==================== vm_change_dispenser_flat
### Met4 routing, vm_change_dispenser_flat

Bar = 20 um.
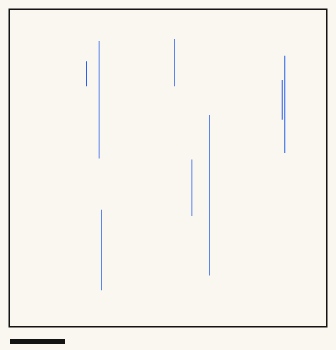

## config.mk

```make
export PLATFORM = sky130hd
export DESIGN_NAME = vm_change_dispenser_flat
export DESIGN_NICKNAME = d
export VERILOG_FILES = /design/src/rtl/vm_pkg.sv /design/src/rtl/vm_change_dispenser_if.sv /design/src/rtl/vm_coin_tube.sv /design/src/rtl/vm_change_dispenser.sv /design/src/flat_wrapper.sv
export SDC_FILE = /design/constraint.sdc
export NUM_CORES = 1
export LEC_CHECK = 0
export CORE_MARGIN = 3
export CORE_UTILIZATION = 45
export CTS_CLUSTER_DIAMETER = 60
export DETAILED_ROUTE_END_ITERATION = 10
export PLACE_DENSITY_LB_ADDON = 0.05
export SYNTH_ARGS = -nofsm -noshare
export SYNTH_HDL_FRONTEND = slang
export SYNTH_SLANG_ARGS = --single-unit
```

## constraint.sdc

```tcl
create_clock -name clk -period 8.5 [get_ports clk]
set_input_delay 1.275 -clock clk [delete_from_list [all_inputs] [get_ports clk]]
set_output_delay 1.275 -clock clk [all_outputs]
set_load 0.05 [all_outputs]
```

## src/rtl/vm_pkg.sv

```systemverilog
// Shared coin encoding, coin values and change-dispenser FSM states.
// The vending machine core uses the same coin_t encoding.
package vm_pkg;

  localparam int AMT_W = 16;

  typedef enum logic [1:0] {
    NONE    = 2'b00,
    NICKEL  = 2'b01,
    DIME    = 2'b10,
    QUARTER = 2'b11
  } coin_t;

  typedef enum logic [1:0] {
    ST_IDLE,
    ST_SELECT,
    ST_EJECT,
    ST_DONE
  } chg_state_t;

  // Face value in cents of a coin code; NONE is worth nothing.
  function automatic logic [AMT_W-1:0] COIN_VALUE(input coin_t c);
    case (c)
      NICKEL:  return AMT_W'(5);
      DIME:    return AMT_W'(10);
      QUARTER: return AMT_W'(25);
      default: return '0;
    endcase
  endfunction

endpackage

```

## src/rtl/vm_change_dispenser_if.sv

```systemverilog
// Request, ejector, customer-coin, refill and status signals of the change
// dispenser. master = vending machine core / ejector side, slave = dispenser.
interface vm_change_dispenser_if #(
  parameter int TUBE_W = 8
);
  logic              req_valid;
  logic [15:0]       req_amount;
  logic              req_ready;
  logic              eject_valid;
  logic [1:0]        eject_coin;
  logic              eject_ack;
  logic              coin_in_valid;
  logic [1:0]        coin_in;
  logic              refill_valid;
  logic [1:0]        refill_coin;
  logic [TUBE_W-1:0] refill_count;
  logic              done;
  logic [15:0]       shortfall;
  logic              fault;
  logic [TUBE_W-1:0] tube_n;
  logic [TUBE_W-1:0] tube_d;
  logic [TUBE_W-1:0] tube_q;

  modport master (
    output req_valid, req_amount, eject_ack, coin_in_valid, coin_in,
           refill_valid, refill_coin, refill_count,
    input  req_ready, eject_valid, eject_coin, done, shortfall, fault,
           tube_n, tube_d, tube_q
  );

  modport slave (
    input  req_valid, req_amount, eject_ack, coin_in_valid, coin_in,
           refill_valid, refill_coin, refill_count,
    output req_ready, eject_valid, eject_coin, done, shortfall, fault,
           tube_n, tube_d, tube_q
  );
endinterface

```

## src/rtl/vm_coin_tube.sv

```systemverilog
// One coin tube counter: +1 (customer coin), +N (refill), -1 (ejection),
// all possibly in the same cycle, result saturated to 0..TUBE_MAX.
module vm_coin_tube #(
  parameter int TUBE_MAX = 200,
  parameter int TUBE_W   = 8
) (
  input  logic              clk,
  input  logic              rst,
  input  logic              inc_one,
  input  logic [TUBE_W-1:0] inc_n,
  input  logic              dec_one,
  output logic [TUBE_W-1:0] count
);
  // Two extra bits hold count + N + 1 without wrapping.
  localparam int SUM_W = TUBE_W + 2;
  localparam logic [SUM_W-1:0] MAX_SUM = SUM_W'(TUBE_MAX);

  logic [TUBE_W-1:0] count_reg, count_next;
  logic [SUM_W-1:0]  sum_up, sum_net;

  // Combine all three sources first, then clamp once at both ends.
  always_comb begin
    sum_up     = SUM_W'(count_reg) + SUM_W'(inc_n) + SUM_W'(inc_one);
    sum_net    = sum_up - SUM_W'(dec_one);
    count_next = count_reg;
    if (dec_one && (sum_up == '0)) begin
      count_next = '0;
    end else if (sum_net > MAX_SUM) begin
      count_next = TUBE_W'(TUBE_MAX);
    end else begin
      count_next = sum_net[TUBE_W-1:0];
    end
  end

  // Tube count register.
  always_ff @(posedge clk) begin
    if (rst) begin
      count_reg <= '0;
    end else begin
      count_reg <= count_next;
    end
  end

  assign count = count_reg;

endmodule

```

## src/rtl/vm_change_dispenser.sv

```systemverilog
// Change-return engine: splits a cent amount into quarter/dime/nickel
// ejections (largest first), one coin per ejector handshake, tracking tube
// inventory and reporting any unpayable remainder as shortfall.
// Optional build macro VM_CHG_TIMEOUT_EN adds an ejector ack timeout that
// aborts the request and raises a sticky fault.
module vm_change_dispenser #(
  parameter int TUBE_MAX    = 200,
  parameter int TUBE_W      = 8,
  parameter int TIMEOUT_CYC = 1000
) (
  input logic                   clk,
  input logic                   rst,
  vm_change_dispenser_if.slave  bus
);
  import vm_pkg::*;

  chg_state_t        state_reg, state_next;
  logic [AMT_W-1:0]  remaining_reg;
  logic [AMT_W-1:0]  shortfall_reg;
  coin_t             eject_coin_reg;
  coin_t             pick;
  logic [1:0]        eject_code;
  logic              ack_take;
  logic              timeout_hit;
  logic [TUBE_W-1:0] tube_cnt [3];

  assign eject_code = eject_coin_reg;
  // Ack only counts while a coin is actually being offered.
  assign ack_take   = (state_reg == ST_EJECT) && bus.eject_ack;

  // Greedy coin choice: largest denomination that fits and is in stock.
  always_comb begin
    pick = NONE;
    if ((remaining_reg >= AMT_W'(25)) && (tube_cnt[2] != '0)) begin
      pick = QUARTER;
    end else if ((remaining_reg >= AMT_W'(10)) && (tube_cnt[1] != '0)) begin
      pick = DIME;
    end else if ((remaining_reg >= AMT_W'(5)) && (tube_cnt[0] != '0)) begin
      pick = NICKEL;
    end
  end

`ifdef VM_CHG_TIMEOUT_EN
  localparam int TO_W = $clog2(TIMEOUT_CYC + 1);

  logic [TO_W-1:0] to_cnt_reg;
  logic            fault_reg;

  // Counts EJECT cycles spent waiting; restarts for every coin.
  always_ff @(posedge clk) begin
    if (rst) begin
      to_cnt_reg <= '0;
    end else if (state_reg != ST_EJECT) begin
      to_cnt_reg <= '0;
    end else if (!bus.eject_ack) begin
      to_cnt_reg <= to_cnt_reg + TO_W'(1);
    end
  end

  // The last waiting cycle without an ack gives up on the coin.
  assign timeout_hit = (state_reg == ST_EJECT) && !bus.eject_ack &&
                       (to_cnt_reg == TO_W'(TIMEOUT_CYC - 1));

  // Sticky fault: only reset clears it.
  always_ff @(posedge clk) begin
    if (rst) begin
      fault_reg <= 1'b0;
    end else if (timeout_hit) begin
      fault_reg <= 1'b1;
    end
  end

  assign bus.fault = fault_reg;
`else
  logic timeout_unused;

  // Timeout length is meaningless without the timeout logic.
  assign timeout_unused = (TIMEOUT_CYC != 0);
  assign timeout_hit    = 1'b0;
  assign bus.fault      = 1'b0;
`endif

  // FSM state register.
  always_ff @(posedge clk) begin
    if (rst) begin
      state_reg <= ST_IDLE;
    end else begin
      state_reg <= state_next;
    end
  end

  // FSM next-state logic.
  always_comb begin
    state_next = state_reg;
    case (state_reg)
      ST_IDLE:   if (bus.req_valid) state_next = ST_SELECT;
      ST_SELECT: state_next = (pick != NONE) ? ST_EJECT : ST_DONE;
      ST_EJECT: begin
        if (bus.eject_ack) begin
          state_next = ST_SELECT;
        end else if (timeout_hit) begin
          state_next = ST_DONE;
        end
      end
      ST_DONE:   state_next = ST_IDLE;
      default:   state_next = ST_IDLE;
    endcase
  end

  // FSM outputs decoded from the current state.
  always_comb begin
    bus.req_ready   = (state_reg == ST_IDLE);
    bus.eject_valid = (state_reg == ST_EJECT);
    bus.done        = (state_reg == ST_DONE);
  end

  // Amount bookkeeping and coin register.
  always_ff @(posedge clk) begin
    if (rst) begin
      remaining_reg  <= '0;
      shortfall_reg  <= '0;
      eject_coin_reg <= NONE;
    end else begin
      case (state_reg)
        ST_IDLE: begin
          if (bus.req_valid) begin
            remaining_reg <= bus.req_amount;
            shortfall_reg <= '0;
          end
        end
        ST_SELECT: begin
          eject_coin_reg <= pick;
          if (pick == NONE) begin
            shortfall_reg <= remaining_reg;
          end
        end
        ST_EJECT: begin
          if (ack_take) begin
            remaining_reg <= remaining_reg - COIN_VALUE(eject_coin_reg);
          end else if (timeout_hit) begin
            shortfall_reg <= remaining_reg;
          end
        end
        default: ;
      endcase
    end
  end

  assign bus.eject_coin = eject_code;
  assign bus.shortfall  = shortfall_reg;

  // One tube per denomination; index gi holds coin code gi+1.
  genvar gi;
  generate
    for (gi = 0; gi < 3; gi++) begin : g_tube
      localparam logic [1:0] CODE = 2'(gi + 1);

      logic              inc_one;
      logic              dec_one;
      logic [TUBE_W-1:0] inc_n;

      assign inc_one = bus.coin_in_valid && (bus.coin_in == CODE);
      assign inc_n   = (bus.refill_valid && (bus.refill_coin == CODE)) ?
                       bus.refill_count : '0;
      assign dec_one = ack_take && (eject_code == CODE);

      vm_coin_tube #(
        .TUBE_MAX (TUBE_MAX),
        .TUBE_W   (TUBE_W)
      ) u_tube (
        .clk     (clk),
        .rst     (rst),
        .inc_one (inc_one),
        .inc_n   (inc_n),
        .dec_one (dec_one),
        .count   (tube_cnt[gi])
      );
    end
  endgenerate

  assign bus.tube_n = tube_cnt[0];
  assign bus.tube_d = tube_cnt[1];
  assign bus.tube_q = tube_cnt[2];

endmodule

```

## src/flat_wrapper.sv

```systemverilog
// flat-port wrapper written by rule: the top's interface ports become plain ports
module vm_change_dispenser_flat import vm_pkg::*;
#(
  parameter int TUBE_MAX    = 200,
  parameter int TUBE_W      = 8,
  parameter int TIMEOUT_CYC = 1000
)
  (clk, rst, bus_req_valid, bus_req_amount, bus_eject_ack, bus_coin_in_valid, bus_coin_in, bus_refill_valid, bus_refill_coin, bus_refill_count, bus_req_ready, bus_eject_valid, bus_eject_coin, bus_done, bus_shortfall, bus_fault, bus_tube_n, bus_tube_d, bus_tube_q);
  vm_change_dispenser_if #(.TUBE_W(TUBE_W)) bus_i ();
  input logic clk;
  input logic rst;
  input wire logic [$bits(bus_i.req_valid)-1:0] bus_req_valid;
  input wire logic [$bits(bus_i.req_amount)-1:0] bus_req_amount;
  input wire logic [$bits(bus_i.eject_ack)-1:0] bus_eject_ack;
  input wire logic [$bits(bus_i.coin_in_valid)-1:0] bus_coin_in_valid;
  input wire logic [$bits(bus_i.coin_in)-1:0] bus_coin_in;
  input wire logic [$bits(bus_i.refill_valid)-1:0] bus_refill_valid;
  input wire logic [$bits(bus_i.refill_coin)-1:0] bus_refill_coin;
  input wire logic [$bits(bus_i.refill_count)-1:0] bus_refill_count;
  output wire logic [$bits(bus_i.req_ready)-1:0] bus_req_ready;
  output wire logic [$bits(bus_i.eject_valid)-1:0] bus_eject_valid;
  output wire logic [$bits(bus_i.eject_coin)-1:0] bus_eject_coin;
  output wire logic [$bits(bus_i.done)-1:0] bus_done;
  output wire logic [$bits(bus_i.shortfall)-1:0] bus_shortfall;
  output wire logic [$bits(bus_i.fault)-1:0] bus_fault;
  output wire logic [$bits(bus_i.tube_n)-1:0] bus_tube_n;
  output wire logic [$bits(bus_i.tube_d)-1:0] bus_tube_d;
  output wire logic [$bits(bus_i.tube_q)-1:0] bus_tube_q;
  assign bus_i.req_valid = bus_req_valid;
  assign bus_i.req_amount = bus_req_amount;
  assign bus_i.eject_ack = bus_eject_ack;
  assign bus_i.coin_in_valid = bus_coin_in_valid;
  assign bus_i.coin_in = bus_coin_in;
  assign bus_i.refill_valid = bus_refill_valid;
  assign bus_i.refill_coin = bus_refill_coin;
  assign bus_i.refill_count = bus_refill_count;
  assign bus_req_ready = bus_i.req_ready;
  assign bus_eject_valid = bus_i.eject_valid;
  assign bus_eject_coin = bus_i.eject_coin;
  assign bus_done = bus_i.done;
  assign bus_shortfall = bus_i.shortfall;
  assign bus_fault = bus_i.fault;
  assign bus_tube_n = bus_i.tube_n;
  assign bus_tube_d = bus_i.tube_d;
  assign bus_tube_q = bus_i.tube_q;
  vm_change_dispenser #(.TUBE_MAX(TUBE_MAX), .TUBE_W(TUBE_W), .TIMEOUT_CYC(TIMEOUT_CYC)) u_core (.clk(clk), .rst(rst), .bus(bus_i));
endmodule
```

==================== vend_coin_scheduler
===== src/rtl/vend_pkg.sv =====
// Shared definitions for the vending-machine coin scheduler.
// Holds the coin codes seen on the slot and vending-machine interfaces, the
// scheduler state encoding, the change codes reported by the machine, and a
// small helper that turns a slot index into a one-hot slot vector.
package vend_pkg;

  // Coin codes carried on req_coin and vm_in.
  localparam logic [1:0] COIN_NONE = 2'b00;
  localparam logic [1:0] COIN_5    = 2'b01;
  localparam logic [1:0] COIN_10   = 2'b10;
  localparam logic [1:0] COIN_BAD  = 2'b11;

  // Scheduler states.
  localparam logic [1:0] IDLE     = 2'b00;
  localparam logic [1:0] ISSUE    = 2'b01;
  localparam logic [1:0] WAIT     = 2'b10;
  localparam logic [1:0] DISPENSE = 2'b11;

  // Change codes reported by the vending machine on vm_change.
  localparam logic [1:0] CHG_NONE = 2'b00;
  localparam logic [1:0] CHG_5    = 2'b01;
  localparam logic [1:0] CHG_10   = 2'b10;

  // Slot index to one-hot slot vector (slot 0 -> 01, slot 1 -> 10).
  function automatic logic [1:0] slot_onehot(input logic idx);
    return idx ? 2'b10 : 2'b01;
  endfunction

endpackage


===== src/rtl/rr_arb2_lock.sv =====
// Two-requester round-robin arbiter with an owner lock.
// While the lock is active only the locked owner can be granted; otherwise a
// lone requester wins and a tie goes to the slot that was not granted last.
// The last_grant register only moves when the parent reports a transaction
// that actually started (update), so silently consumed or rejected coins do
// not disturb fairness.
// Ports:
//   clk, reset_n   clock and asynchronous active-low reset
//   enable         grants are only issued while high
//   req            per-slot request (valid) vector
//   lock_valid     an owner holds the machine
//   lock_owner     index of the owner slot
//   update         a transaction started for update_slot
//   update_slot    slot that started the transaction
//   grant          one-hot grant, combinational
module rr_arb2_lock
  import vend_pkg::*;
(
  input  logic       clk,
  input  logic       reset_n,
  input  logic       enable,
  input  logic [1:0] req,
  input  logic       lock_valid,
  input  logic       lock_owner,
  input  logic       update,
  input  logic       update_slot,
  output logic [1:0] grant
);

  logic last_grant;

  // Out of reset last_grant points at slot 1 so slot 0 wins the first tie.
  always_ff @(posedge clk or negedge reset_n) begin
    if (!reset_n) begin
      last_grant <= 1'b1;
    end else if (update) begin
      last_grant <= update_slot;
    end
  end

  always_comb begin
    grant = 2'b00;
    if (enable) begin
      if (lock_valid) begin
        grant = req & slot_onehot(lock_owner);
      end else begin
        case (req)
          2'b01:   grant = 2'b01;
          2'b10:   grant = 2'b10;
          2'b11:   grant = last_grant ? 2'b01 : 2'b10;
          default: grant = 2'b00;
        endcase
      end
    end
  end

endmodule


===== src/rtl/vend_coin_scheduler.sv =====
// Coin scheduler sitting in front of a vending machine with a single coin
// port. Two coin slots share that port: slots are arbitrated round-robin,
// and once a slot has put credit into the machine it owns the machine until
// its purchase vends. Each accepted coin is forwarded on vm_in for exactly
// one cycle, the machine's response is watched for RESP_LAT cycles, and a
// vend is followed by a DISP_CYCLES lockout during which no coin is taken.
// Ports:
//   clk, reset_n   clock and asynchronous active-low reset
//   req_valid      per-slot coin offered
//   req_coin       per-slot coin code ([1:0] slot 0, [3:2] slot 1)
//   req_ready      per-slot accept, combinational
//   vm_in          registered coin to the vending machine
//   vm_out         product vend strobe from the vending machine
//   vm_change      change code from the vending machine
//   vend_pulse     one-cycle one-hot slot that received the product
//   change_out     change captured at the last vend
//   reject_pulse   one-cycle slot whose illegal coin was swallowed
//   busy           scheduler not idle
//   vend_count     saturating vend counter
//   proto_err      sticky: vending machine vended outside the response window
module vend_coin_scheduler #(
  parameter int RESP_LAT    = 1,
  parameter int DISP_CYCLES = 4,
  parameter int CNT_W       = 8
) (
  input  logic             clk,
  input  logic             reset_n,
  input  logic [1:0]       req_valid,
  input  logic [3:0]       req_coin,
  output logic [1:0]       req_ready,
  output logic [1:0]       vm_in,
  input  logic             vm_out,
  input  logic [1:0]       vm_change,
  output logic [1:0]       vend_pulse,
  output logic [1:0]       change_out,
  output logic [1:0]       reject_pulse,
  output logic             busy,
  output logic [CNT_W-1:0] vend_count,
  output logic             proto_err
);

  import vend_pkg::*;

  // One timer serves both the response window and the dispense lockout.
  localparam int TMR_MAX = (RESP_LAT > DISP_CYCLES) ? RESP_LAT : DISP_CYCLES;
  localparam int TMR_W   = (TMR_MAX > 1) ? $clog2(TMR_MAX) : 1;
  localparam logic [TMR_W-1:0] WAIT_LAST = TMR_W'(RESP_LAT - 1);
  localparam logic [TMR_W-1:0] DISP_LAST = TMR_W'(DISP_CYCLES - 1);

  logic [1:0]       state;
  logic             owner;
  logic             owner_valid;
  logic [TMR_W-1:0] timer;
  logic [1:0]       grant;
  logic             grant_slot;
  logic             handshake;
  logic [1:0]       coin_sel;
  logic             coin_ok;
  logic             arb_enable;

  // The reset term keeps req_ready low while reset is held, even though the
  // state register already reads IDLE.
  assign arb_enable = (state == IDLE) && reset_n;
  assign grant_slot = grant[1];
  assign handshake  = |(req_valid & grant);
  assign coin_sel   = grant_slot ? req_coin[3:2] : req_coin[1:0];
  assign coin_ok    = handshake && ((coin_sel == COIN_5) || (coin_sel == COIN_10));
  assign req_ready  = grant;
  assign busy       = (state != IDLE);

  rr_arb2_lock u_arb (
    .clk         (clk),
    .reset_n     (reset_n),
    .enable      (arb_enable),
    .req         (req_valid),
    .lock_valid  (owner_valid),
    .lock_owner  (owner),
    .update      (coin_ok),
    .update_slot (grant_slot),
    .grant       (grant)
  );

  // Main controller. vm_in, vend_pulse and reject_pulse default to zero each
  // cycle so they can only ever be one-cycle strobes. An accepted coin is
  // loaded straight into vm_in, which makes vm_in hold the coin exactly for
  // the ISSUE cycle. A window that closes without a vend returns to IDLE but
  // keeps the owner, because that owner's credit is still in the machine.
  always_ff @(posedge clk or negedge reset_n) begin
    if (!reset_n) begin
      state        <= IDLE;
      owner        <= 1'b0;
      owner_valid  <= 1'b0;
      timer        <= '0;
      vm_in        <= COIN_NONE;
      vend_pulse   <= 2'b00;
      reject_pulse <= 2'b00;
      change_out   <= CHG_NONE;
      vend_count   <= '0;
      proto_err    <= 1'b0;
    end else begin
      vm_in        <= COIN_NONE;
      vend_pulse   <= 2'b00;
      reject_pulse <= 2'b00;

      if (vm_out && (state != WAIT)) begin
        proto_err <= 1'b1;
      end

      case (state)
        IDLE: begin
          if (coin_ok) begin
            vm_in       <= coin_sel;
            owner       <= grant_slot;
            owner_valid <= 1'b1;
            state       <= ISSUE;
          end else if (handshake && (coin_sel == COIN_BAD)) begin
            reject_pulse <= slot_onehot(grant_slot);
          end
        end
        ISSUE: begin
          timer <= '0;
          state <= WAIT;
        end
        WAIT: begin
          if (vm_out) begin
            vend_pulse  <= slot_onehot(owner);
            change_out  <= vm_change;
            owner_valid <= 1'b0;
            timer       <= '0;
            state       <= DISPENSE;
            if (vend_count != {CNT_W{1'b1}}) begin
              vend_count <= vend_count + 1'b1;
            end
          end else if (timer == WAIT_LAST) begin
            state <= IDLE;
          end else begin
            timer <= timer + 1'b1;
          end
        end
        DISPENSE: begin
          if (timer == DISP_LAST) begin
            state <= IDLE;
          end else begin
            timer <= timer + 1'b1;
          end
        end
        default: state <= IDLE;
      endcase
    end
  end

endmodule


===== config.mk =====
export PLATFORM = sky130hd
export DESIGN_NAME = vend_coin_scheduler
export DESIGN_NICKNAME = d
export VERILOG_FILES = /design/src/rtl/vend_pkg.sv /design/src/rtl/rr_arb2_lock.sv /design/src/rtl/vend_coin_scheduler.sv
export SDC_FILE = /design/constraint.sdc
export NUM_CORES = 1
export LEC_CHECK = 0
export CORE_AREA = 2 2 51 53
export CTS_CLUSTER_DIAMETER = 50
export DETAILED_ROUTE_END_ITERATION = 6
export DIE_AREA = 0 0 53 55
export PLACE_DENSITY = 0.89
export SLEW_MARGIN = 5
export SYNTH_ARGS = -nofsm -noshare
export SYNTH_HDL_FRONTEND = slang
export SYNTH_HIERARCHICAL = 1
export SYNTH_SLANG_ARGS = --single-unit

===== constraint.sdc =====
create_clock -name clk -period 7 [get_ports clk]
set_clock_uncertainty 0.1 [all_clocks]
set_input_delay 1.4 -clock clk [delete_from_list [all_inputs] [get_ports clk]]
set_output_delay 1.4 -clock clk [all_outputs]
set_load 0.03 [all_outputs]

### Signal wires on met2, vm_change_dispenser_flat

Bar = 20 um.
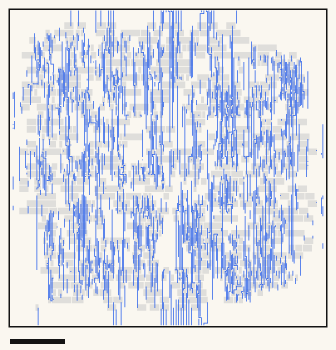
wire length on this layer: 6840 um
main direction: vertical
share of all routed wire: 46%
WL final: 14.8 mm
Vias: 5289

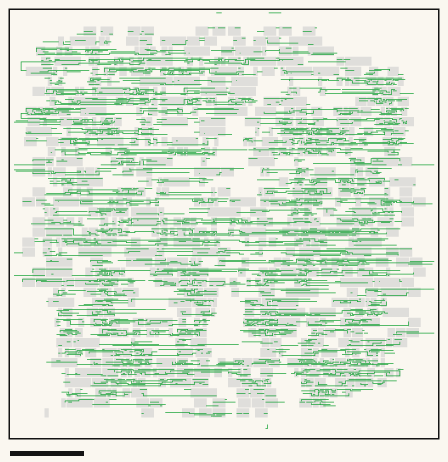
*Met1 routing, vm_change_dispenser_flat*
Bar = 20 um.
share of all routed wire: 47%
main direction: horizontal
longest straight run: 44.9 um
wire length on this layer: 6980 um
GRT met1 Usage: 29.8%

## Picture notes: 'Met4 routing' of vm_change_dispenser_flat
wire length on this layer: 226 um
main direction: vertical
nets with wire on the layer: 6
longest straight run: 58.5 um
share of all routed wire: 1.5%

==> impl_metrics.toml, vm_change_dispenser_flat <==
# generated from flow reports
[pwr]
clkPwrFrac_pct = 31.8
p_seq_w = 0.000333
intPower_w = 0.000655
power_leader = "combinational logic"

[placement]
dpl.cell_count = 896

[die]
die_h_um = 116
die-area_um2 = 13400
fp_util_pct = 46.8

[clock_network]
clkTransAtPathRegs_ns = 0.05

[setup_path]
r2r-start = "u_core.state_reg[0]"

[sta]
fin_worst_skew_ns = 0.0122
period_used_pct = 57.7

[yosys]
async_flop_share_pct = 0
muxShareOfSynthArea_pct = 1.70
synth_cell_types = 92

[outcome]
outcome = "complete, no violations"

[route]
wl_per_cell_um = 16.2
vm_change_dispenser_flat: worst max-delay path, delay by kind of cell:
| family | cells | cell delay, ns |
|---|---|---|
| simple gates | 5 | 0.82 |
| xor+xnor | 2 | 0.31 |
| fa+ha+maj | 4 | 1.28 |
| compound gates | 3 | 0.71 |
| buf+inv | 4 | 0.70 |
vm_change_dispenser_flat: final cells by class:
class                   instances  area share, %
multi-input cells             580           60.9
flip-flops and latches         60           18.2
repair buffers                 81           12.2
clock buffers                  12           3.74
well taps                     143           2.72
inverters                      32           1.82
clock inverters                 4          0.380
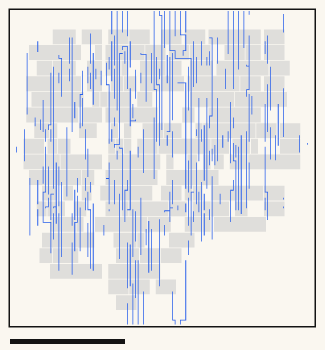
*Signal wires on met2, vend_coin_scheduler*
Bar = 20 um.
nets with wire on the layer: 133
longest straight run: 22.6 um
main direction: vertical
wire length on this layer: 1230 um
met2 usage: 29.6%
WL final: 2.16 mm
Vias: 828

==> impl_metrics.toml, vend_coin_scheduler <==
# generated from flow reports
[outcome]
outcome = "complete, no violations"

[die]
io_pins = 31
die_h_um = 55
fp_util_pct = 47.9

[setup_path]
cp_common_cell = "clkdlybuf4s50_1"
rr_worst_depth = 7
crit_arrival_ns = 3.47
crit_chain = "clkdlybuf4s50_1 > buf_4 > inv_1 > nor2_1 > o2111a_1 > clkdlybuf4s50_1"

[sta]
whs_ns = 0.376
period_needed_ns = 4.97
period_used_pct = 70.9
slew_headroom_pct = 77.1

[clock_network]
cts_max_level = 1
cts_sinks = 24
ctsHoldBuffers = 0
post_cts_buffers = 0

[layout]
sh_comb_area_pct = 34.0
diodes = 0

[yosys]
synth_cell_types = 32
edf_count = 0
syn_nets = 110
topCellsByArea = "dfrtp_1 (51%), mux2_2 (7.0%), xor2_1 (4.6%)"
muxShareOfSynthArea_pct = 6.96

[route]
wl_per_cell_um = 13.5
antenna_left = 0

[global_route]
overflow = 0
==> vend_coin_scheduler: metal layers <==
layer  wire length, um  global-route usage (%)
met5                 0                       0
met4                19                    6.41
met3                60                    3.23
met2              1230                    29.6
met1               850                    20.2
==> vend_coin_scheduler: where the power goes <==
group          switching, W  internal [W]
Combinational      0.000126      0.000110
Sequential        0.0000434      0.000179
Clock             0.0000396     0.0000223
==> vend_coin_scheduler: state kept, by name, indices dropped and copies added, names as in the netlist <==
register	cells
change_out	2
owner	1
owner_valid	1
proto_err	1
reject_pulse	2
state	2
timer	2
u_arb/last_grant	1
vend_count	8
vend_pulse	2
vm_in	2


## Gallery

M3 wires.
Bar = 20 um.
shot_01.png
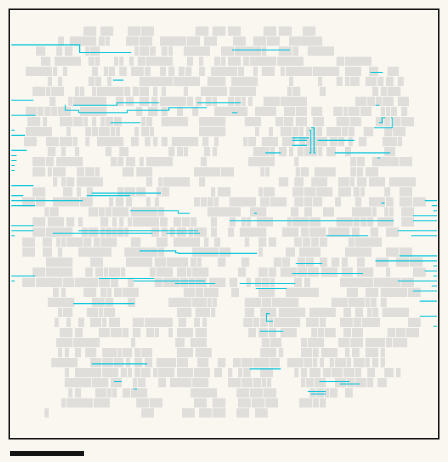
shot_02.png
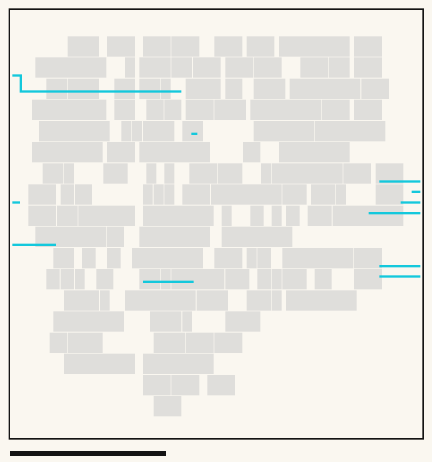
For vend_coin_scheduler, see shot_02.png.
For vm_change_dispenser_flat, see shot_01.png.
The one with the largest die is shot_01.png.

Key to shot_01.png:
longest straight run: 44.2 um
nets with wire on the layer: 73
main direction: horizontal
wire length on this layer: 743 um
share of all routed wire: 5.0%

Power and IR drop assume default switching activity.
